# ---- ddr_axi_traffic_master ----
Fig. 1: ddr_axi_traffic_master, clock network drawn from the DEF
Scale: 1 px per µm.
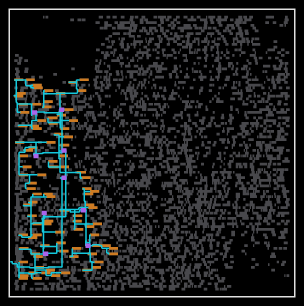

<file path="src/rtl/ddr_axi_pkg.sv">
// Shared types and helpers for the DDR AXI traffic master: FSM state
// encoding, default widths and the per-lane data pattern.
package ddr_axi_pkg;

  localparam int DEF_CTRL_ADDR_WIDTH = 28;
  localparam int DEF_MEM_DQ_WIDTH    = 32;
  localparam int LANE_WIDTH          = 32;

  typedef enum logic [2:0] {
    IDLE = 3'd0,
    AW   = 3'd1,
    WDAT = 3'd2,
    AR   = 3'd3,
    RDAT = 3'd4
  } state_t;

  // Lane k of beat b is seed + 8*b + k, wrapping modulo 2^32.
  function automatic logic [31:0] pattern_lane(
    input logic [31:0] seed,
    input logic [3:0]  beat,
    input logic [7:0]  lane
  );
    return seed + {25'd0, beat, 3'd0} + {24'd0, lane};
  endfunction

endpackage

</file>
<file path="src/rtl/ddr_axi_pattern_gen.sv">
// Expands a seed and beat index into a full-width data pattern. One
// instance feeds both the write data bus and the read compare path, so
// written and checked data can never disagree by construction.
module ddr_axi_pattern_gen
  import ddr_axi_pkg::*;
#(
  parameter int DATA_WIDTH = DEF_MEM_DQ_WIDTH * 8
) (
  input  logic [31:0]           seed,
  input  logic [3:0]            beat,
  output logic [DATA_WIDTH-1:0] pattern
);

  localparam int NUM_LANES = DATA_WIDTH / LANE_WIDTH;

  for (genvar k = 0; k < NUM_LANES; k++) begin : g_lane
    assign pattern[k*LANE_WIDTH +: LANE_WIDTH] = pattern_lane(seed, beat, 8'(k));
  end

endmodule

</file>
<file path="src/rtl/ddr_axi_traffic_master.sv">
// AXI initiator that drives one DDR controller slave port with patterned
// write bursts and read-and-check bursts. Commands arrive on a simple
// valid/ready interface; read mismatches are flagged per beat and counted.
module ddr_axi_traffic_master
  import ddr_axi_pkg::*;
#(
  parameter int CTRL_ADDR_WIDTH = DEF_CTRL_ADDR_WIDTH,
  parameter int MEM_DQ_WIDTH    = DEF_MEM_DQ_WIDTH
) (
  input  logic                       core_clk,
  input  logic                       core_rst,

  input  logic                       cmd_valid,
  output logic                       cmd_ready,
  input  logic                       cmd_write,
  input  logic [CTRL_ADDR_WIDTH-1:0] cmd_addr,
  input  logic [3:0]                 cmd_len,
  input  logic [3:0]                 cmd_id,
  input  logic [31:0]                cmd_seed,

  output logic [CTRL_ADDR_WIDTH-1:0] axi_awaddr,
  output logic [3:0]                 axi_awlen,
  output logic [3:0]                 axi_awuser_id,
  output logic                       axi_awuser_ap,
  output logic                       axi_awvalid,
  input  logic                       axi_awready,

  output logic [CTRL_ADDR_WIDTH-1:0] axi_araddr,
  output logic [3:0]                 axi_arlen,
  output logic [3:0]                 axi_aruser_id,
  output logic                       axi_aruser_ap,
  output logic                       axi_arvalid,
  input  logic                       axi_arready,

  output logic [MEM_DQ_WIDTH*8-1:0]  axi_wdata,
  output logic [MEM_DQ_WIDTH-1:0]    axi_wstrb,
  input  logic                       axi_wready,

  input  logic [MEM_DQ_WIDTH*8-1:0]  axi_rdata,
  input  logic [3:0]                 axi_rid,
  input  logic                       axi_rlast,
  input  logic                       axi_rvalid,

  output logic                       done,
  output logic                       err,
  output logic [15:0]                err_cnt
);

  localparam int DATA_WIDTH = MEM_DQ_WIDTH * 8;

  state_t                     state;
  logic [CTRL_ADDR_WIDTH-1:0] addr_q;
  logic [3:0]                 len_q;
  logic [3:0]                 id_q;
  logic [31:0]                seed_q;
  logic [3:0]                 beat_cnt;

  logic [DATA_WIDTH-1:0]      pattern;
  logic                       last_beat;
  logic                       rd_mismatch;

  ddr_axi_pattern_gen #(
    .DATA_WIDTH (DATA_WIDTH)
  ) u_pattern_gen (
    .seed    (seed_q),
    .beat    (beat_cnt),
    .pattern (pattern)
  );

  assign last_beat = (beat_cnt == len_q);

  // A read beat is bad if data, ID or the last-beat marker disagree.
  assign rd_mismatch = (axi_rdata != pattern) ||
                       (axi_rid != id_q) ||
                       (axi_rlast != last_beat);

  // Address channels both present the latched command; only the valid
  // flags distinguish which one is live.
  assign axi_awaddr    = addr_q;
  assign axi_awlen     = len_q;
  assign axi_awuser_id = id_q;
  assign axi_awuser_ap = 1'b0;
  assign axi_araddr    = addr_q;
  assign axi_arlen     = len_q;
  assign axi_aruser_id = id_q;
  assign axi_aruser_ap = 1'b0;

  // Write data is only driven during the data phase so the bus reads as
  // zero in reset and while idle.
  assign axi_wdata = (state == WDAT) ? pattern : '0;
  assign axi_wstrb = '1;

  // Command sequencing, beat counting, completion and error reporting.
  always_ff @(posedge core_clk or posedge core_rst) begin
    if (core_rst) begin
      state       <= IDLE;
      cmd_ready   <= 1'b1;
      axi_awvalid <= 1'b0;
      axi_arvalid <= 1'b0;
      done        <= 1'b0;
      err         <= 1'b0;
      err_cnt     <= 16'd0;
      beat_cnt    <= 4'd0;
      addr_q      <= '0;
      len_q       <= 4'd0;
      id_q        <= 4'd0;
      seed_q      <= 32'd0;
    end else begin
      done <= 1'b0;
      err  <= 1'b0;
      case (state)
        IDLE: begin
          if (cmd_valid && cmd_ready) begin
            addr_q    <= cmd_addr;
            len_q     <= cmd_len;
            id_q      <= cmd_id;
            seed_q    <= cmd_seed;
            beat_cnt  <= 4'd0;
            cmd_ready <= 1'b0;
            if (cmd_write) begin
              state       <= AW;
              axi_awvalid <= 1'b1;
            end else begin
              state       <= AR;
              axi_arvalid <= 1'b1;
            end
          end
        end
        AW: begin
          if (axi_awready) begin
            axi_awvalid <= 1'b0;
            state       <= WDAT;
          end
        end
        WDAT: begin
          if (axi_wready) begin
            if (last_beat) begin
              done      <= 1'b1;
              cmd_ready <= 1'b1;
              state     <= IDLE;
            end else begin
              beat_cnt <= beat_cnt + 4'd1;
            end
          end
        end
        AR: begin
          if (axi_arready) begin
            axi_arvalid <= 1'b0;
            state       <= RDAT;
          end
        end
        RDAT: begin
          if (axi_rvalid) begin
            if (rd_mismatch) begin
              err <= 1'b1;
              if (err_cnt != 16'hFFFF) begin
                err_cnt <= err_cnt + 16'd1;
              end
            end
            if (last_beat) begin
              done      <= 1'b1;
              cmd_ready <= 1'b1;
              state     <= IDLE;
            end else begin
              beat_cnt <= beat_cnt + 4'd1;
            end
          end
        end
        default: begin
          state       <= IDLE;
          cmd_ready   <= 1'b1;
          axi_awvalid <= 1'b0;
          axi_arvalid <= 1'b0;
        end
      endcase
    end
  end

endmodule

</file>
<file path="config.mk">
export PLATFORM = sky130hd
export DESIGN_NAME = ddr_axi_traffic_master
export DESIGN_NICKNAME = d
export VERILOG_FILES = /design/src/rtl/ddr_axi_pkg.sv /design/src/rtl/ddr_axi_pattern_gen.sv /design/src/rtl/ddr_axi_traffic_master.sv
export SDC_FILE = /design/constraint.sdc
export NUM_CORES = 1
export LEC_CHECK = 0
export CAP_MARGIN = 25
export CORE_AREA = 4 4 280 282
export CTS_BUF_LIST = sky130_fd_sc_hd__clkbuf_4 sky130_fd_sc_hd__clkbuf_8
export DETAILED_ROUTE_END_ITERATION = 7
export DIE_AREA = 0 0 284 286
export GPL_TIMING_DRIVEN = 0
export PLACE_DENSITY = 0.49
export RECOVER_POWER = 100
export SYNTH_ARGS = -nofsm -noshare
export SYNTH_HDL_FRONTEND = slang
export SYNTH_SLANG_ARGS = --single-unit
export TNS_END_PERCENT = 50
</file>
<file path="constraint.sdc">
create_clock -name core_clk -period 6.7 [get_ports core_clk]
set_clock_uncertainty 0.1 [all_clocks]
set_input_delay 1.34 -clock core_clk [delete_from_list [all_inputs] [get_ports core_clk]]
set_output_delay 1.34 -clock core_clk [all_outputs]
set_load 0.01 [all_outputs]
</file>
# ---- nibble_serial_add_ctrl ----
==> src/rtl/nibble_serial_add_ctrl.sv <==
`default_nettype none
// ============================================================================
// Module      : nibble_serial_add_ctrl
// Description : Sequences a wide add through an external 4-bit adder, one
//               nibble per cycle LSB first. SERIAL_ADD_SUB_EN adds subtract.
// Revision    : 1.0 - initial release
// ============================================================================
module nibble_serial_add_ctrl #(
  parameter int NIBBLES = 4
) (
  input  logic                   clk,
  input  logic                   rst,
  input  logic                   in_valid,
  output logic                   in_ready,
  input  logic [4*NIBBLES-1:0]   in_a,
  input  logic [4*NIBBLES-1:0]   in_b,
  input  logic                   in_cin,
`ifdef SERIAL_ADD_SUB_EN
  input  logic                   in_sub,
`endif
  output logic [3:0]             add_a,
  output logic [3:0]             add_b,
  output logic                   add_cin,
  input  logic [3:0]             add_sum,
  input  logic                   add_cout,
  output logic                   out_valid,
  input  logic                   out_ready,
  output logic [4*NIBBLES-1:0]   out_sum,
  output logic                   out_cout
);

  localparam int c_W  = 4 * NIBBLES;
  localparam int c_IW = (NIBBLES > 1) ? $clog2(NIBBLES) : 1;

  localparam logic [1:0] c_IDLE = 2'd0;
  localparam logic [1:0] c_RUN  = 2'd1;
  localparam logic [1:0] c_DONE = 2'd2;

  logic [1:0]      state_q, state_d;
  logic [c_W-1:0]  a_q, a_d;
  logic [c_W-1:0]  b_q, b_d;
  logic [c_W-1:0]  res_q, res_d;
  logic            carry_q, carry_d;
  logic [c_IW-1:0] idx_q, idx_d;
  logic [c_W-1:0]  w_res_shift;
`ifdef SERIAL_ADD_SUB_EN
  logic            sub_q, sub_d;
`endif

  // Each returned sum nibble enters at the top, so after NIBBLES shifts the
  // first (least-significant) nibble has reached bit 0.
  generate
    if (NIBBLES == 1) begin : g_single
      assign w_res_shift = add_sum;
    end else begin : g_multi
      assign w_res_shift = {add_sum, res_q[c_W-1:4]};
    end
  endgenerate

  always_ff @(posedge clk) begin
    if (rst) begin
      state_q <= c_IDLE;
      a_q     <= '0;
      b_q     <= '0;
      res_q   <= '0;
      carry_q <= 1'b0;
      idx_q   <= '0;
`ifdef SERIAL_ADD_SUB_EN
      sub_q   <= 1'b0;
`endif
    end else begin
      state_q <= state_d;
      a_q     <= a_d;
      b_q     <= b_d;
      res_q   <= res_d;
      carry_q <= carry_d;
      idx_q   <= idx_d;
`ifdef SERIAL_ADD_SUB_EN
      sub_q   <= sub_d;
`endif
    end
  end

  always_comb begin
    state_d = state_q;
    a_d     = a_q;
    b_d     = b_q;
    res_d   = res_q;
    carry_d = carry_q;
    idx_d   = idx_q;
`ifdef SERIAL_ADD_SUB_EN
    sub_d   = sub_q;
`endif
    case (state_q)
      c_IDLE: begin
        if (in_valid) begin
          a_d     = in_a;
          b_d     = in_b;
          idx_d   = '0;
          state_d = c_RUN;
`ifdef SERIAL_ADD_SUB_EN
          sub_d   = in_sub;
          carry_d = in_sub ? 1'b1 : in_cin;
`else
          carry_d = in_cin;
`endif
        end
      end
      c_RUN: begin
        res_d   = w_res_shift;
        carry_d = add_cout;
        a_d     = a_q >> 4;
        b_d     = b_q >> 4;
        idx_d   = idx_q + c_IW'(1);
        if (idx_q == c_IW'(NIBBLES - 1)) begin
          state_d = c_DONE;
        end
      end
      c_DONE: begin
        if (out_ready) begin
          state_d = c_IDLE;
        end
      end
      default: state_d = c_IDLE;
    endcase
  end

  always_comb begin
    in_ready  = (state_q == c_IDLE);
    out_valid = (state_q == c_DONE);
    out_sum   = (state_q == c_DONE) ? res_q : '0;
    out_cout  = (state_q == c_DONE) ? carry_q : 1'b0;
    add_a     = 4'd0;
    add_b     = 4'd0;
    add_cin   = 1'b0;
    if (state_q == c_RUN) begin
      add_a   = a_q[3:0];
      add_cin = carry_q;
`ifdef SERIAL_ADD_SUB_EN
      add_b   = sub_q ? ~b_q[3:0] : b_q[3:0];
`else
      add_b   = b_q[3:0];
`endif
    end
  end

endmodule
`default_nettype wire

==> config.mk <==
export PLATFORM = sky130hd
export DESIGN_NAME = nibble_serial_add_ctrl
export DESIGN_NICKNAME = d
export VERILOG_FILES = /design/src/rtl/nibble_serial_add_ctrl.sv
export SDC_FILE = /design/constraint.sdc
export NUM_CORES = 1
export LEC_CHECK = 0
export CAP_MARGIN = 25
export CORE_MARGIN = 3
export CORE_UTILIZATION = 35
export DETAILED_ROUTE_END_ITERATION = 6
export REMOVE_ABC_BUFFERS = 1
export SETUP_SLACK_MARGIN = 0.05
export SYNTH_ARGS = -nofsm -noshare
export SYNTH_HDL_FRONTEND = slang
export SYNTH_SLANG_ARGS = --single-unit
==> constraint.sdc <==
create_clock -name clk -period 2.6 [get_ports clk]
set_input_delay 0.52 -clock clk [delete_from_list [all_inputs] [get_ports clk]]
set_output_delay 0.52 -clock clk [all_outputs]
set_load 0.02 [all_outputs]
# ---- elevator_scheduler ----
## config.mk

```make
export PLATFORM = sky130hd
export DESIGN_NAME = elevator_scheduler
export DESIGN_NICKNAME = d
export VERILOG_FILES = /design/src/rtl/elevator_scheduler.sv
export SDC_FILE = /design/constraint.sdc
export NUM_CORES = 1
export LEC_CHECK = 0
export ABC_CLOCK_PERIOD_IN_PS = 3150
export CORE_ASPECT_RATIO = 2
export CORE_MARGIN = 2
export CORE_UTILIZATION = 30
export DETAILED_ROUTE_END_ITERATION = 8
export MAX_ROUTING_LAYER = met4
export SETUP_SLACK_MARGIN = 0.3
export SYNTH_ARGS = -nofsm -noshare
export SYNTH_HDL_FRONTEND = slang
export SYNTH_SLANG_ARGS = --single-unit
```

## constraint.sdc

```tcl
create_clock -name clk -period 3.15 [get_ports clk]
set_input_delay 0.63 -clock clk [delete_from_list [all_inputs] [get_ports clk]]
set_output_delay 0.63 -clock clk [all_outputs]
set_load 0.005 [all_outputs]
```

## src/rtl/elevator_scheduler.sv

```systemverilog
// SCAN/collective car-motion controller for a 7-floor, 2-way elevator.
// Sequences idle, travel, arrival, door-open and decide phases from latched hall and cab calls.
module elevator_scheduler #(
   parameter int unsigned FLOOR_TICKS = 8,
   parameter int unsigned DOOR_TICKS  = 16
) (
   input  logic        clk,
   input  logic        reset,
   input  logic [13:0] floorButton,
   input  logic [9:1]  internalButton,
   output logic [2:0]  currentFloor,
   output logic [1:0]  currentDirection,
   output logic        doorState,
   output logic        move,
   output logic        buttonEnable
);

   localparam int unsigned TW = $clog2(FLOOR_TICKS);
   localparam int unsigned DW = $clog2(DOOR_TICKS);

   localparam logic [1:0] DIR_NONE = 2'b00;
   localparam logic [1:0] DIR_UP   = 2'b01;
   localparam logic [1:0] DIR_DOWN = 2'b10;

   typedef enum logic [2:0] {
      IDLE,
      MOVE_UP,
      MOVE_DOWN,
      ARRIVE,
      DOOR_OPEN,
      DECIDE
   } state_t;

   state_t        state;
   state_t        next_state;
   logic [TW-1:0] travel_cnt;
   logic [TW-1:0] next_travel_cnt;
   logic [DW-1:0] door_cnt;
   logic [DW-1:0] next_door_cnt;
   logic [2:0]    next_floor;
   logic [1:0]    next_dir;
   logic [1:0]    flipped_dir;

   logic [7:0] up_call;
   logic [7:0] down_call;
   logic [7:0] cab_call;
   logic [7:0] any_call;
   logic       cab_here;
   logic       up_here;
   logic       down_here;
   logic       here;
   logic       above;
   logic       below;
   logic       ahead;
   logic       behind;
   logic       same_here;
   logic       opp_here;
   logic       unused_cab;

   // Cab calls for floors 8 and 9 do not exist on this car.
   assign unused_cab = ^internalButton[9:8];

   // Per-floor call vectors indexed directly by floor number; bit 0 is never a floor.
   always_comb begin : decode
      up_call   = '0;
      down_call = '0;
      cab_call  = '0;
      for (int f = 1; f <= 7; f++) begin
         up_call[f]   = floorButton[2*f-2];
         down_call[f] = floorButton[2*f-1];
         cab_call[f]  = internalButton[f];
      end
      any_call = up_call | down_call | cab_call;
   end

   always_comb begin : position
      above = 1'b0;
      below = 1'b0;
      for (int f = 1; f <= 7; f++) begin
         if (3'(f) > currentFloor) above = above | any_call[f];
         if (3'(f) < currentFloor) below = below | any_call[f];
      end
   end

   assign cab_here    = cab_call[currentFloor];
   assign up_here     = up_call[currentFloor];
   assign down_here   = down_call[currentFloor];
   assign flipped_dir = {currentDirection[0], currentDirection[1]};

   // With no direction, "ahead" means up so that up wins ties.
   always_comb begin : relative
      here = cab_here | up_here | down_here;
      if (currentDirection == DIR_UP)   here = cab_here | up_here;
      if (currentDirection == DIR_DOWN) here = cab_here | down_here;
      ahead     = (currentDirection == DIR_DOWN) ? below : above;
      behind    = (currentDirection == DIR_DOWN) ? above : below;
      same_here = (currentDirection == DIR_DOWN) ? down_here : up_here;
      opp_here  = (currentDirection == DIR_DOWN) ? up_here : down_here;
   end

   always_comb begin : next_logic
      next_state      = state;
      next_floor      = currentFloor;
      next_dir        = currentDirection;
      next_travel_cnt = '0;
      next_door_cnt   = '0;
      case (state)
         IDLE: begin
            if (here) begin
               next_state = DOOR_OPEN;
               if (up_here)        next_dir = DIR_UP;
               else if (down_here) next_dir = DIR_DOWN;
               else                next_dir = DIR_NONE;
            end else if (above) begin
               next_state = MOVE_UP;
               next_dir   = DIR_UP;
            end else if (below) begin
               next_state = MOVE_DOWN;
               next_dir   = DIR_DOWN;
            end
         end
         MOVE_UP, MOVE_DOWN: begin
            if (travel_cnt == TW'(FLOOR_TICKS - 1)) begin
               next_floor = (state == MOVE_UP) ? currentFloor + 3'd1 : currentFloor - 3'd1;
               next_state = ARRIVE;
            end else begin
               next_travel_cnt = travel_cnt + TW'(1);
            end
         end
         ARRIVE: begin
            if (cab_here || same_here || !ahead) begin
               next_state = DOOR_OPEN;
               // Turn around for a lone opposite hall call at the end of the run.
               if (!ahead && opp_here && !cab_here && !same_here) next_dir = flipped_dir;
            end else begin
               next_state = (currentDirection == DIR_DOWN) ? MOVE_DOWN : MOVE_UP;
            end
         end
         DOOR_OPEN: begin
            if (here) begin
               next_door_cnt = '0;
            end else if (door_cnt == DW'(DOOR_TICKS - 1)) begin
               next_state = DECIDE;
            end else begin
               next_door_cnt = door_cnt + DW'(1);
            end
         end
         DECIDE: begin
            if (ahead) begin
               next_dir   = (currentDirection == DIR_DOWN) ? DIR_DOWN : DIR_UP;
               next_state = (currentDirection == DIR_DOWN) ? MOVE_DOWN : MOVE_UP;
            end else if (behind) begin
               next_dir   = (currentDirection == DIR_DOWN) ? DIR_UP : DIR_DOWN;
               next_state = (currentDirection == DIR_DOWN) ? MOVE_UP : MOVE_DOWN;
            end else if (here) begin
               next_state = DOOR_OPEN;
            end else begin
               next_state = IDLE;
               next_dir   = DIR_NONE;
            end
         end
         default: begin
            next_state = IDLE;
            next_dir   = DIR_NONE;
         end
      endcase
   end

   // Door and move flags follow the state being entered, so they are valid with it.
   always_ff @(posedge clk or posedge reset) begin
      if (reset) begin
         state            <= IDLE;
         travel_cnt       <= '0;
         door_cnt         <= '0;
         currentFloor     <= 3'd1;
         currentDirection <= DIR_NONE;
         doorState        <= 1'b0;
         move             <= 1'b0;
         buttonEnable     <= 1'b0;
      end else begin
         state            <= next_state;
         travel_cnt       <= next_travel_cnt;
         door_cnt         <= next_door_cnt;
         currentFloor     <= next_floor;
         currentDirection <= next_dir;
         doorState        <= (next_state == DOOR_OPEN);
         move             <= (next_state == MOVE_UP) || (next_state == MOVE_DOWN) ||
                             (next_state == ARRIVE);
         buttonEnable     <= 1'b1;
      end
   end

endmodule

```

# ---- multi_channel_clock_gater ----
--- config.mk ---
export PLATFORM = sky130hd
export DESIGN_NAME = multi_channel_clock_gater
export DESIGN_NICKNAME = d
export VERILOG_FILES = /design/src/rtl/multi_channel_clock_gater.sv
export SDC_FILE = /design/constraint.sdc
export NUM_CORES = 1
export LEC_CHECK = 0
export ABC_AREA = 1
export CORE_MARGIN = 5
export CORE_UTILIZATION = 50
export CTS_BUF_LIST = sky130_fd_sc_hd__clkbuf_4 sky130_fd_sc_hd__clkbuf_8 sky130_fd_sc_hd__clkbuf_16
export DETAILED_ROUTE_END_ITERATION = 8
export PLACE_DENSITY = 0.78
export RECOVER_POWER = 25
export SYNTH_ARGS = -nofsm -noshare
export SYNTH_HDL_FRONTEND = slang
export SYNTH_HIERARCHICAL = 1
export SYNTH_SLANG_ARGS = --single-unit
--- constraint.sdc ---
create_clock -name CLKIN -period 4.25 [get_ports CLKIN]
set_input_delay 0.85 -clock CLKIN [delete_from_list [all_inputs] [get_ports CLKIN]]
set_output_delay 0.85 -clock CLKIN [all_outputs]
set_load 0.05 [all_outputs]
--- src/rtl/multi_channel_clock_gater.sv ---
// NUM_CH-channel idle-driven clock gater: per-channel RUN/OFF/WAKE FSM with a glitch-free latch+AND cell.
// Define CG_GATE_STATS_EN to add GATE_CNT, a saturating 16-bit count of gating events per channel.
module mcg_channel #(
    parameter int IDLE_W   = 8,
    parameter int WAKE_CYC = 2
) (
    input  logic              CLKIN,
    input  logic              RSTN,
    input  logic              te_i,
    input  logic              busy_i,
    input  logic              force_i,
    input  logic [IDLE_W-1:0] thresh_i,
    output logic              clk_o,
    output logic              ready_o,
    output logic              gated_o
`ifdef CG_GATE_STATS_EN
    ,
    output logic [15:0]       gcnt_o
`endif
);
    typedef enum logic [1:0] {S_RUN = 2'd0, S_OFF = 2'd1, S_WAKE = 2'd2} state_t;

    localparam logic [3:0] WAKE_INIT = 4'(WAKE_CYC - 1);

    state_t            state_q, state_d;
    logic [IDLE_W-1:0] cnt_q, cnt_d;
    logic [3:0]        wcnt_q, wcnt_d;
    logic [IDLE_W:0]   cnt_inc;
    logic              idle, en, gate_q;

    assign idle    = !busy_i && !force_i;
    assign cnt_inc = {1'b0, cnt_q} + (IDLE_W+1)'(1);

    always_ff @(posedge CLKIN) begin
        if (!RSTN) begin
            state_q <= S_RUN;
            cnt_q   <= '0;
            wcnt_q  <= '0;
        end else begin
            state_q <= state_d;
            cnt_q   <= cnt_d;
            wcnt_q  <= wcnt_d;
        end
    end

    always_comb begin
        state_d = state_q;
        cnt_d   = cnt_q;
        wcnt_d  = wcnt_q;
        case (state_q)
            S_RUN: begin
                if (idle && thresh_i != '0) begin
                    // Compare one bit wider so a saturated counter still reaches any threshold.
                    if (cnt_inc >= {1'b0, thresh_i}) begin
                        state_d = S_OFF;
                        cnt_d   = '0;
                    end else begin
                        cnt_d = cnt_inc[IDLE_W] ? cnt_q : cnt_inc[IDLE_W-1:0];
                    end
                end else begin
                    cnt_d = '0;
                end
            end
            S_OFF: begin
                cnt_d = '0;
                if (!idle) begin
                    state_d = S_WAKE;
                    wcnt_d  = WAKE_INIT;
                end
            end
            S_WAKE: begin
                cnt_d = '0;
                if (wcnt_q == 4'd0) state_d = S_RUN;
                else                wcnt_d  = wcnt_q - 4'd1;
            end
            default: state_d = S_RUN;
        endcase
    end

    always_comb begin
        en      = (state_q != S_OFF);
        ready_o = (state_q == S_RUN);
        gated_o = (state_q == S_OFF);
    end

    // Latch is closed while CLKIN is high, so enable changes only land between pulses.
    always_latch begin
        if (!CLKIN) gate_q <= en | te_i;
    end

    assign clk_o = CLKIN & gate_q;

`ifdef CG_GATE_STATS_EN
    logic [15:0] gcnt_q;
    always_ff @(posedge CLKIN) begin
        if (!RSTN)
            gcnt_q <= '0;
        else if (state_q == S_RUN && state_d == S_OFF && gcnt_q != 16'hFFFF)
            gcnt_q <= gcnt_q + 16'd1;
    end
    assign gcnt_o = gcnt_q;
`endif
endmodule

module multi_channel_clock_gater #(
    parameter int NUM_CH   = 4,
    parameter int IDLE_W   = 8,
    parameter int WAKE_CYC = 2
) (
    input  logic              CLKIN,
    input  logic              RSTN,
    input  logic              TE,
    input  logic [NUM_CH-1:0] BUSY,
    input  logic [NUM_CH-1:0] FORCE_ON,
    input  logic [IDLE_W-1:0] IDLE_THRESH,
    output logic [NUM_CH-1:0] CLKOUT,
    output logic [NUM_CH-1:0] CH_READY,
    output logic [NUM_CH-1:0] GATED
`ifdef CG_GATE_STATS_EN
    ,
    output logic [NUM_CH*16-1:0] GATE_CNT
`endif
);
    for (genvar i = 0; i < NUM_CH; i++) begin : g_ch
        mcg_channel #(.IDLE_W(IDLE_W), .WAKE_CYC(WAKE_CYC)) u_ch (
            .CLKIN    (CLKIN),
            .RSTN     (RSTN),
            .te_i     (TE),
            .busy_i   (BUSY[i]),
            .force_i  (FORCE_ON[i]),
            .thresh_i (IDLE_THRESH),
            .clk_o    (CLKOUT[i]),
            .ready_o  (CH_READY[i]),
            .gated_o  (GATED[i])
`ifdef CG_GATE_STATS_EN
            ,
            .gcnt_o   (GATE_CNT[i*16 +: 16])
`endif
        );
    end
endmodule
Fig. 2: multi_channel_clock_gater, placed cells, one color a class
Scale: 4 px per µm. Fill, decap, tap and diode cells in gray.
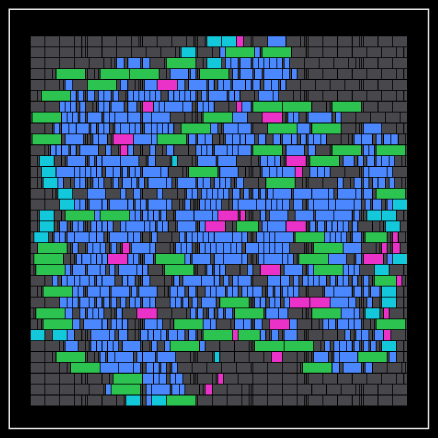
legend:
  magenta:
    class: clock drivers and dummy loads
    cells: 31
  blue:
    class: remaining logic cells
    cells: 590
  cyan:
    class: remaining buffers and delay cells
    cells: 28
  green:
    class: flip-flops and latches
    cells: 60

==> results_dict.tcl, multi_channel_clock_gater <==
# implementation run metrics
set metrics [dict create \
    cp.depth 3 \
    layout-area-overhead-vs-synth_pct 14.0 \
    ant_nets 0 \
    die_h_um 104 \
    power-top-group "the clock network" \
    outcome "completed" \
    logic_gates 458 \
    drive_above_1_share_pct 8.04 \
    cts_setup_buffers 0 \
    portBuffers 30 \
    tool_warnings 54 \
    path_class "latch to primary output" \
    antenna_cells 0 \
    stdcell_count 817 \
    top_area_share_pct 25.2 \
    syn_inst 662 \
    final_util_pct 58.3 \
    reg2reg_to "g_ch[3].u_ch/gate_q" \
    top_area_cell "dfxtp_1" \
    seqPwrFrac_pct 36.9 \
    cp_slowest_cell "dlxtn_1" \
    grt_max_degree 18 \
    seq_area_share_pct 23.2 \
    final_common_cell "inv_1" \
    row_count 34 \
    critPathTopFamily "latches" \
    clock_latency_ns 0.45 \
    setup_ws_ns 0.0545 \
    synth-async-reset-ratio_pct 0 \
    area_leaders "dfxtp_1, ha_1, inv_1" \
    seq_cell_count 60 \
    first_pass_iters 8 \
    ys_sh_mux_pct 0 \
    power_switching_w 0.000556 \
    core_mm2 0.00872 \
    ys_top_logic_family "simple AND/OR/NAND/NOR gates" \
    hold_buffers 0 \
    nonClkBufAreaFrac_pct 5.27 \
    fin_skew_ns 0.0104 \
    aoi_share_pct 13.9 \
    dp_cells 798 \
]
[multi_channel_clock_gater: per-layer routing]
| layer | vias to the layer above | global-route usage [%] |
|---|---|---|
| li1 | 2168 | - |
| met1 | 1855 | 22.1 |
| met2 | 90 | 28.2 |
| met3 | 26 | 6.02 |
| met4 | 0 | 10.2 |
| met5 | - | 0 |
[multi_channel_clock_gater: timing repair]
action,in CTS,in global routing
gates resized,20,0
setup endpoints to repair,8,0
endpoints found under the hold margin,0,0
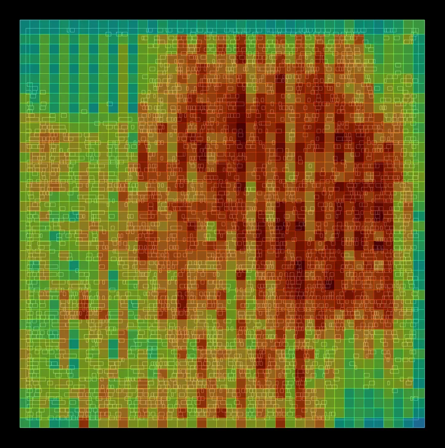
Fig. 3. Routing congestion map (ddr_axi_traffic_master).
met3 Use GR: 9.87%
routed length per instance: 34.4 µm
GRT Total Usage: 34.0%
Util after Layout: 36.4%
GR peak layer: met2

About Fig. 1:
legend:
  orange:
    item: flip-flops
    count: 96
  cyan:
    item: clock wires
    length: 1510 µm
  purple:
    item: clock-net drivers
    count: 9
routed clock nets: 10
flops lie: a column on the left

==> results_dict.tcl, ddr_axi_traffic_master <==
# implementation run metrics
set metrics [dict create \
    outcome "complete, but fails checks" \
    violations "max-capacitance violations, max-slew violations" \
    hold_buffers 0 \
    critPathTopFamily "simple AND/OR/NAND/NOR gates" \
    crit_arrival_ns 5.23 \
    final_max_slew_viol_count 99 \
    nClkBuffers 9 \
    portBuffers 685 \
    max_cap_viol_count 2 \
    aoi_share_pct 18.3 \
    htreeDepth 3 \
    start_kind "flip-flop" \
    r2r_slack_ns 0.12 \
    min_from "err_cnt[7]" \
    reg2reg_to "err_cnt[1]" \
    yosysWarnings 0 \
]
## ddr_axi_traffic_master: per-layer routing
| layer | vias up | track usage, % |
|---|---|---|
| met5 | - | 0 |
| met3 | 389 | 9.87 |
| met2 | 1750 | 54.2 |
| met1 | 11700 | 41.5 |
| li1 | 10400 | - |
| met4 | 28 | 17.8 |
## ddr_axi_traffic_master: power groups by stage
stage	Combinational, W	Sequential, W	Clock [W]
finish	0.0113	0.00118	0.000361
global route	0.0116	0.00122	0.000399
CTS	0.0110	0.00116	0.000383
detailed placement	0.0107	0.00114	0
global placement	0.0105	0.00114	0
floorplan	0.00524	0.00109	0
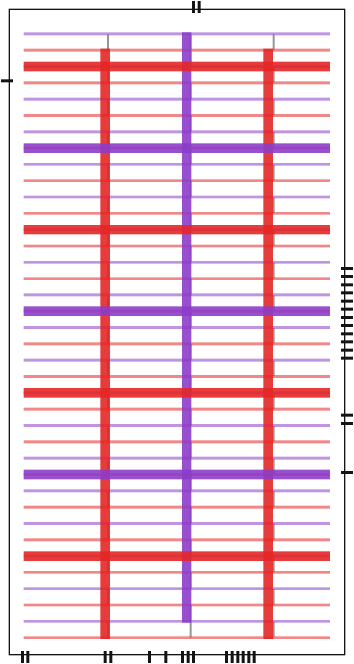
Fig. 4. Power grid (elevator_scheduler).
Scale: 6 px per µm. Pins as bars on the die edge. Tap cells in gray.
legend:
  red:
    net: VSS
  purple:
    net: VDD
tap cells: 58
met4 straps: 3
rows: 37
met1 rails: 38

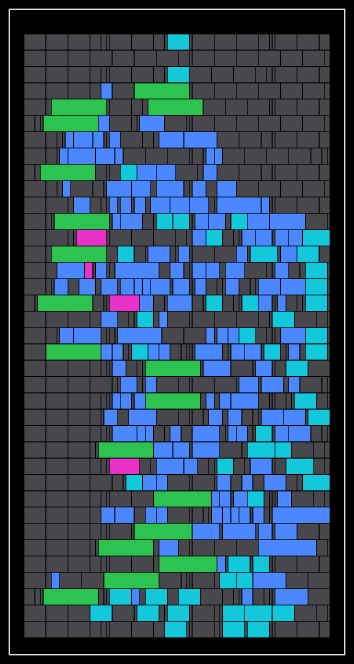
Fig. 5. Placed cells, one color a class (elevator_scheduler).
Scale: 6 px per µm. Fill, decap, tap and diode cells in gray.
legend:
  magenta:
    class: clock drivers and dummy loads
    cells: 4
  blue:
    class: remaining logic cells
    cells: 155
  green:
    class: registers
    cells: 18
  cyan:
    class: remaining buffers and delay cells
    cells: 50

==> results_dict.tcl, elevator_scheduler <==
# implementation run metrics
set metrics [dict create \
    fp_util_pct 31.2 \
    top_layer "met4" \
    num_vias 1576 \
    yosysUniqueCellTypes 54 \
    drt-wirelength-per-cell_um 15.7 \
    critPathMaxStageDelay_ns 0.42 \
    finalInstanceArea_mm2 0.00223 \
    nNetsFinal 262 \
    hold_buffers 0 \
    r2r_slack_ns 0.50 \
    grt_util_met1_pct 14.8 \
    ys_sh_xor_pct 2.73 \
    min_from "travel_cnt[0]" \
    adder_share_pct 7.03 \
    setup_viol 0 \
    first_pass_iters 4 \
    die_h_um 107 \
    clock_sinks 18 \
    layout-area-overhead-vs-synth_pct 39.5 \
    tritoncts "yes" \
    synth-seq-cells 18 \
    grt_pass1_wl_um 7270 \
    final_util_pct 43.5 \
    fin_tns_setup_ns 0 \
    die_x_um 55.7 \
    rsz0062_at_grt "yes" \
    drive_above_1_share_pct 23.3 \
    finalClockPeriodUsage_pct 88.3 \
    cts-root-buf "clkbuf_8" \
    ys_sh_mux_pct 7.27 \
    stdcell_count 285 \
    outcome "completed" \
    critical_path.cell_chain "clkdlybuf4s50_1 > mux2_4 > a221oi_4 > nor3_2 > o22ai_4 > and4b_1 > a211oi_4 > or2_1 > o211ai_2" \
    combGateArea_mm2 0.00117 \
]
[elevator_scheduler: state kept, by name (all words and copies together) (netlist names)]
name	count
door_cnt	4
currentFloor	3
state	3
travel_cnt	3
currentDirection	2
buttonEnable	1
doorState	1
move	1
[elevator_scheduler: power breakdown]
group	switching, W	internal (W)
sequential	0.000000805	0.000233
clock	0.0000757	0.0000900
combinational	0.0000332	0.0000454
total	0.000110	0.000368
[elevator_scheduler: layout make-up]
type / instances / area share [%]
clock buffer: 4 / 2.02
timing repair buffer: 50 / 20.8
tap: 58 / 3.25
inverter: 7 / 1.18
sequential: 18 / 20.3
multi-input combinational: 148 / 52.4
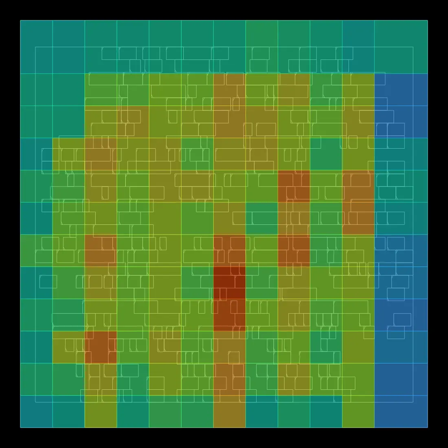
Fig. 6. Routing congestion map (nibble_serial_add_ctrl).
routed length per instance: 13.1 µm
M2 GR Usage: 24.1%
GR met1 Demand/Resource: 17.3%
GRT Total Usage: 14.1%

==> results_dict.tcl, nibble_serial_add_ctrl <==
# implementation run metrics
set metrics [dict create \
    endpoint "add_cin" \
    num_vias 1912 \
    max_cap_viol_count 0 \
    seq_area_share_pct 34.4 \
    area_leaders "dfxtp_1, o221a_2, a21oi_1" \
    layout_top_cells "clkdlybuf4s50_1, dfxtp_1, a21oi_1" \
    outcome "completed" \
    synthTopCellsByCount "dfxtp_1, a21oi_1, nand2_1, inv_1, and2_1" \
    largestRegisters "a_q x16, b_q x16, res_q x16" \
    clock_latency_ns 0.31 \
    core_mm2 0.00617 \
    swShare_pct 24.2 \
    power_w 0.00160 \
    clock_sinks 53 \
    avgSynthCellArea_um2 8.90 \
    num-nonclk-inverters 27 \
    top_area_cell "dfxtp_1" \
    logic_gates 158 \
    worst_pin_slew_ns 0.604 \
    synth_area_mm2 0.00231 \
    fin_tns_setup_ns 0 \
    power-top-group "registers" \
    cts_resized 1 \
    cts-root-buf "clkbuf_8" \
    powerSeq_w 0.000888 \
    critPathMaxStageDelay_ns 0.59 \
]
[nibble_serial_add_ctrl: layer usage]
| layer | routed length, µm | track usage, % |
|---|---|---|
| met3 | 219 | 3.69 |
| met5 | 0 | 0 |
| met4 | 61 | 3.77 |
| met1 | 2390 | 17.3 |
| met2 | 2500 | 24.1 |
[nibble_serial_add_ctrl: kinds of logic after synthesis]
family	after synthesis
buffers and inverters	49
AND-OR/OR-AND	77
adder cells (fa/ha/maj)	1
AND/OR/NAND/NOR	78
multiplexers	2
flip-flops	53

# ---- eth_tx_arbiter_flat ----
Fig. 7: eth_tx_arbiter_flat, power grid
Scale: 6 px per µm. Pins as bars on the die edge. Tap cells in gray.
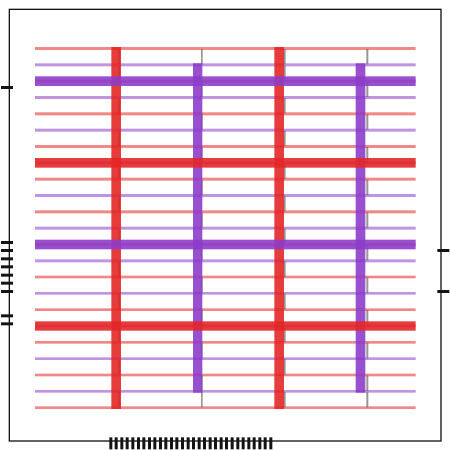
### src/rtl/eth_tx_arbiter_pkg.sv
// Shared definitions for the Ethernet TX arbiter.
//   state_e        : FSM state encoding (IDLE / SEND / GAP)
//   DEF_IFG_CYCLES : default inter-frame gap length in cycles
//   DEF_MAX_FRAME  : default byte limit before a frame is aborted
//   cnt_width()    : counter width able to hold 0..maxval (never 0 bits)
package eth_tx_arbiter_pkg;

  typedef enum logic [1:0] {
    ST_IDLE = 2'd0,
    ST_SEND = 2'd1,
    ST_GAP  = 2'd2
  } state_e;

  localparam int DEF_IFG_CYCLES = 12;
  localparam int DEF_MAX_FRAME  = 1518;

  function automatic int cnt_width(input int maxval);
    return (maxval < 1) ? 1 : $clog2(maxval + 1);
  endfunction

endpackage

### src/rtl/eth_tx_arbiter_if.sv
// Bundle of the requester-side and MAC-side byte streams of the TX arbiter.
// Signal names are given from the arbiter's point of view.
//   i_req/i_wdata/i_wvalid/i_wlast : per-requester frame streams (byte k at [8k+7:8k])
//   o_gnt/o_wready                 : per-requester grant and ready
//   o_wdata/o_wvalid/i_wready      : muxed byte stream towards the MAC
// Modports: slave = arbiter, master = requesters + MAC model.
interface eth_tx_arbiter_if #(
  parameter int N_REQ = 2
);
  logic [N_REQ-1:0]   i_req;
  logic [N_REQ-1:0]   o_gnt;
  logic [8*N_REQ-1:0] i_wdata;
  logic [N_REQ-1:0]   i_wvalid;
  logic [N_REQ-1:0]   i_wlast;
  logic [N_REQ-1:0]   o_wready;
  logic [7:0]         o_wdata;
  logic               o_wvalid;
  logic               i_wready;

  modport slave (
    input  i_req, i_wdata, i_wvalid, i_wlast, i_wready,
    output o_gnt, o_wready, o_wdata, o_wvalid
  );

  modport master (
    output i_req, i_wdata, i_wvalid, i_wlast, i_wready,
    input  o_gnt, o_wready, o_wdata, o_wvalid
  );
endinterface

### src/rtl/eth_tx_arbiter_rr_picker.sv
// Combinational round-robin priority encoder.
//   req_i  : request vector
//   last_i : index granted last; search starts at last_i+1 and wraps
//   gnt_o  : one-hot winner (0 when nothing requested)
//   idx_o  : index of the winner
//   any_o  : at least one request present
module rr_picker #(
  parameter int N  = 2,
  parameter int IW = $clog2(N)
) (
  input  logic [N-1:0]  req_i,
  input  logic [IW-1:0] last_i,
  output logic [N-1:0]  gnt_o,
  output logic [IW-1:0] idx_o,
  output logic          any_o
);

  always_comb begin
    logic [IW-1:0] k;
    k     = '0;
    gnt_o = '0;
    idx_o = '0;
    any_o = 1'b0;
    // i = N lands back on last_i itself, so a lone requester can win again.
    for (int i = 1; i <= N; i++) begin
      k = IW'((int'(last_i) + i) % N);
      if (!any_o && req_i[k]) begin
        any_o    = 1'b1;
        gnt_o[k] = 1'b1;
        idx_o    = k;
      end
    end
  end

endmodule

### src/rtl/eth_tx_arbiter.sv
// Frame-granular round-robin arbiter sharing one Ethernet TX byte port
// between N_REQ engines, with a forced inter-frame gap.
// Ports:
//   i_clk, i_rst : clock, synchronous active-high reset
//   bus          : eth_tx_arbiter_if.slave (requester streams + MAC stream)
//   o_busy       : high in SEND and GAP
//   o_abort      : one-cycle pulse after a frame reaches MAX_FRAME without last
//   o_state_dbg  : current FSM state
// Handshake: a byte moves in a cycle where valid and ready are both high;
// valid must not depend on ready. Towards the MAC that is o_wvalid & i_wready,
// towards requester k it is i_wvalid[k] & o_wready[k]; both are the same event.
module eth_tx_arbiter
  import eth_tx_arbiter_pkg::*;
#(
  parameter int N_REQ      = 2,
  parameter int IFG_CYCLES = DEF_IFG_CYCLES,
  parameter int MAX_FRAME  = DEF_MAX_FRAME
) (
  input  logic                i_clk,
  input  logic                i_rst,
  eth_tx_arbiter_if.slave     bus,
  output logic                o_busy,
  output logic                o_abort,
  output state_e              o_state_dbg
);

  localparam int IW = $clog2(N_REQ);
  localparam int CW = cnt_width(MAX_FRAME);
  localparam int GW = cnt_width(IFG_CYCLES);

  state_e            state_q, state_d;
  logic [N_REQ-1:0]  gnt_q, gnt_d;
  logic [IW-1:0]     sel_q, sel_d;       // granted index, doubles as rr pointer
  logic [CW-1:0]     byte_cnt_q, byte_cnt_d;
  logic [GW-1:0]     gap_cnt_q, gap_cnt_d;
  logic              abort_q, abort_d;

  logic [N_REQ-1:0]  pick_gnt;
  logic [IW-1:0]     pick_idx;
  logic              pick_any;

  logic [7:0]        sel_data;
  logic              sel_valid;
  logic              sel_last;
  logic              xfer;
  logic [CW-1:0]     cnt_inc;

  rr_picker #(.N(N_REQ), .IW(IW)) u_picker (
    .req_i  (bus.i_req),
    .last_i (sel_q),
    .gnt_o  (pick_gnt),
    .idx_o  (pick_idx),
    .any_o  (pick_any)
  );

  // State register
  always_ff @(posedge i_clk) begin
    if (i_rst) begin
      state_q    <= ST_IDLE;
      gnt_q      <= '0;
      sel_q      <= IW'(N_REQ - 1);
      byte_cnt_q <= '0;
      gap_cnt_q  <= '0;
      abort_q    <= 1'b0;
    end else begin
      state_q    <= state_d;
      gnt_q      <= gnt_d;
      sel_q      <= sel_d;
      byte_cnt_q <= byte_cnt_d;
      gap_cnt_q  <= gap_cnt_d;
      abort_q    <= abort_d;
    end
  end

  // Next-state logic
  always_comb begin
    state_d    = state_q;
    gnt_d      = gnt_q;
    sel_d      = sel_q;
    byte_cnt_d = byte_cnt_q;
    gap_cnt_d  = gap_cnt_q;
    abort_d    = 1'b0;
    // Saturating increment: the counter never wraps back to a small value.
    cnt_inc    = (byte_cnt_q == CW'(MAX_FRAME)) ? byte_cnt_q : byte_cnt_q + 1'b1;
    unique case (state_q)
      ST_IDLE: begin
        if (pick_any) begin
          state_d    = ST_SEND;
          gnt_d      = pick_gnt;
          sel_d      = pick_idx;
          byte_cnt_d = '0;
        end
      end
      ST_SEND: begin
        if (xfer) begin
          byte_cnt_d = cnt_inc;
          // wlast on the MAX_FRAME-th byte is a normal end, not an abort.
          if (sel_last || (cnt_inc == CW'(MAX_FRAME))) begin
            gnt_d   = '0;
            abort_d = !sel_last;
            if (IFG_CYCLES > 0) begin
              state_d   = ST_GAP;
              gap_cnt_d = GW'(IFG_CYCLES - 1);
            end else begin
              state_d   = ST_IDLE;
            end
          end
        end
      end
      ST_GAP: begin
        if (gap_cnt_q == '0) state_d = ST_IDLE;
        else                 gap_cnt_d = gap_cnt_q - 1'b1;
      end
      default: state_d = ST_IDLE;
    endcase
  end

  // Output logic: zero-latency mux from the granted requester
  always_comb begin
    sel_data  = 8'h00;
    sel_valid = 1'b0;
    sel_last  = 1'b0;
    if (state_q == ST_SEND) begin
      for (int k = 0; k < N_REQ; k++) begin
        if (sel_q == IW'(k)) begin
          sel_data  = bus.i_wdata[8*k +: 8];
          sel_valid = bus.i_wvalid[k];
          sel_last  = bus.i_wlast[k];
        end
      end
    end
    xfer = sel_valid & bus.i_wready;
  end

  // gnt_q is zero outside SEND, so ready is masked in IDLE and GAP.
  assign bus.o_gnt    = gnt_q;
  assign bus.o_wready = gnt_q & {N_REQ{bus.i_wready}};
  assign bus.o_wdata  = sel_data;
  assign bus.o_wvalid = sel_valid;
  assign o_busy       = (state_q != ST_IDLE);
  assign o_abort      = abort_q;
  assign o_state_dbg  = state_q;

endmodule
### src/flat_wrapper.sv
// flat-port wrapper written by rule: the top's interface ports become plain ports
module eth_tx_arbiter_flat import eth_tx_arbiter_pkg::*;
#(
  parameter int N_REQ      = 2,
  parameter int IFG_CYCLES = DEF_IFG_CYCLES,
  parameter int MAX_FRAME  = DEF_MAX_FRAME
)
  (i_clk, i_rst, o_busy, o_abort, o_state_dbg, bus_i_req, bus_i_wdata, bus_i_wvalid, bus_i_wlast, bus_i_wready, bus_o_gnt, bus_o_wready, bus_o_wdata, bus_o_wvalid);
  eth_tx_arbiter_if #(.N_REQ(N_REQ)) bus_i ();
  input  logic i_clk;
  input  logic i_rst;
  output logic o_busy;
  output logic o_abort;
  output state_e o_state_dbg;
  input wire logic [$bits(bus_i.i_req)-1:0] bus_i_req;
  input wire logic [$bits(bus_i.i_wdata)-1:0] bus_i_wdata;
  input wire logic [$bits(bus_i.i_wvalid)-1:0] bus_i_wvalid;
  input wire logic [$bits(bus_i.i_wlast)-1:0] bus_i_wlast;
  input wire logic [$bits(bus_i.i_wready)-1:0] bus_i_wready;
  output wire logic [$bits(bus_i.o_gnt)-1:0] bus_o_gnt;
  output wire logic [$bits(bus_i.o_wready)-1:0] bus_o_wready;
  output wire logic [$bits(bus_i.o_wdata)-1:0] bus_o_wdata;
  output wire logic [$bits(bus_i.o_wvalid)-1:0] bus_o_wvalid;
  assign bus_i.i_req = bus_i_req;
  assign bus_i.i_wdata = bus_i_wdata;
  assign bus_i.i_wvalid = bus_i_wvalid;
  assign bus_i.i_wlast = bus_i_wlast;
  assign bus_i.i_wready = bus_i_wready;
  assign bus_o_gnt = bus_i.o_gnt;
  assign bus_o_wready = bus_i.o_wready;
  assign bus_o_wdata = bus_i.o_wdata;
  assign bus_o_wvalid = bus_i.o_wvalid;
  eth_tx_arbiter #(.N_REQ(N_REQ), .IFG_CYCLES(IFG_CYCLES), .MAX_FRAME(MAX_FRAME)) u_core (.i_clk(i_clk), .i_rst(i_rst), .bus(bus_i), .o_busy(o_busy), .o_abort(o_abort), .o_state_dbg(o_state_dbg));
endmodule
### config.mk
export PLATFORM = sky130hd
export DESIGN_NAME = eth_tx_arbiter_flat
export DESIGN_NICKNAME = d
export VERILOG_FILES = /design/src/rtl/eth_tx_arbiter_pkg.sv /design/src/rtl/eth_tx_arbiter_if.sv /design/src/rtl/eth_tx_arbiter_rr_picker.sv /design/src/rtl/eth_tx_arbiter.sv /design/src/flat_wrapper.sv
export SDC_FILE = /design/constraint.sdc
export NUM_CORES = 1
export LEC_CHECK = 0
export CAP_MARGIN = 10
export CELL_PAD_IN_SITES_DETAIL_PLACEMENT = 2
export CELL_PAD_IN_SITES_GLOBAL_PLACEMENT = 2
export CORE_MARGIN = 4
export CORE_UTILIZATION = 34
export CTS_CLUSTER_DIAMETER = 40
export DETAILED_ROUTE_END_ITERATION = 12
export DONT_BUFFER_PORTS = 1
export PLACE_DENSITY = 0.79
export SLEW_MARGIN = 10
export SYNTH_ARGS = -nofsm -noshare
export SYNTH_HDL_FRONTEND = slang
export SYNTH_HIERARCHICAL = 1
export SYNTH_SLANG_ARGS = --single-unit
export TNS_END_PERCENT = 1
### constraint.sdc
create_clock -name i_clk -period 2.2 [get_ports i_clk]
set_input_delay 0.44 -clock i_clk [delete_from_list [all_inputs] [get_ports i_clk]]
set_output_delay 0.44 -clock i_clk [all_outputs]
set_load 0.02 [all_outputs]
==> results_dict.tcl <==
# implementation run metrics
set metrics [dict create \
    final_util_pct 39.5 \
    seq_cell_count 21 \
    hold_path_class "input pin to flip-flop" \
    antenna_cells 0 \
    layout-area-overhead-vs-synth_pct 8.61 \
    synth-seq-cells 21 \
    first_global_vias 1395 \
    outcome "completed" \
    clock_path_buffers 2 \
    path_class "flip-flop to flip-flop" \
    drt-wirelength-per-cell_um 19.2 \
    htreeDepth 1 \
    final-clk-cell-share_pct 3.09 \
    yosysCellCount 176 \
    placed_area_mm2 0.00144 \
    first_pass_iters 4 \
    comb_share_pct 60.2 \
    ant_nets 0 \
    hpwl_um 3200 \
    final_common_cell "nor2_1" \
    ys_area_mm2 0.00138 \
    yosysUniqueCellTypes 42 \
    grt_overflow 0 \
    start_kind "flip-flop" \
    buffers_excl_clock 6 \
    ys_sh_xor_pct 2.54 \
    hold_viol 0 \
    cts_buffers 3 \
    cp.depth 8 \
    fmax_ghz 0.481 \
]
About Fig. 7:
legend:
  purple:
    net: VDD
  red:
    net: VSS
met5 straps: 4
met4 straps: 4
rows: 22

==> layer usage <==
layer / track usage, % / up-vias / share of wire [%]
li1: - / 631 / -
met1: 21.1 / 640 / 46
met2: 30.5 / 17 / 51
met3: 4.07 / 4 / 2.9
met4: 3.76 / 0 / 0.81
met5: 0 / - / 0
==> cells by family (layout without fill, tap and decap cells) <==
group / Yosys count / count (layout)
DFF: 21 / 21
muxes: 11 / 11
AOI/OAI and AO/OA: 46 / 46
adders and majority gates: 3 / 3
xor gates and xnor gates: 4 / 4
and+or+nand+nor: 76 / 76
buffers and inverters: 15 / 16


==> gallery <==
Placed cells, one color a class.
picture 1
Scale: 6 px per µm. Fill, decap, tap and diode cells in gray.
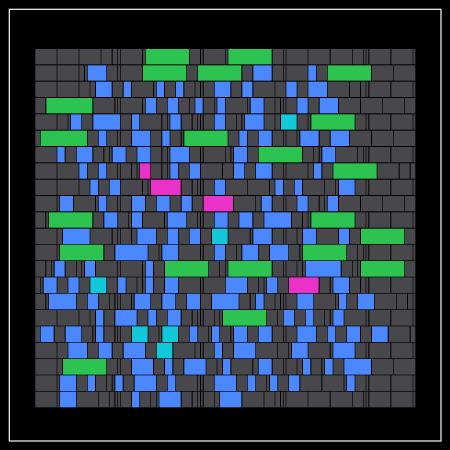
picture 2
Scale: 1.5 px per µm. Fill, decap, tap and diode cells in gray.
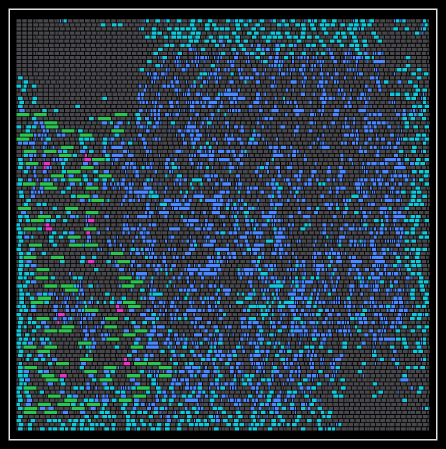
picture 3
Scale: 6 px per µm. Fill, decap, tap and diode cells in gray.
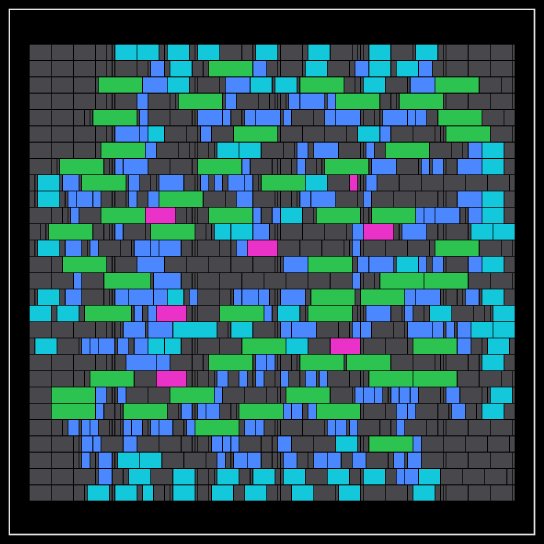
Picture 1 is eth_tx_arbiter_flat.
Picture 2 is ddr_axi_traffic_master.
Picture 3 is nibble_serial_add_ctrl.

No activity file was given, so power comes from the tool's default toggle rates.
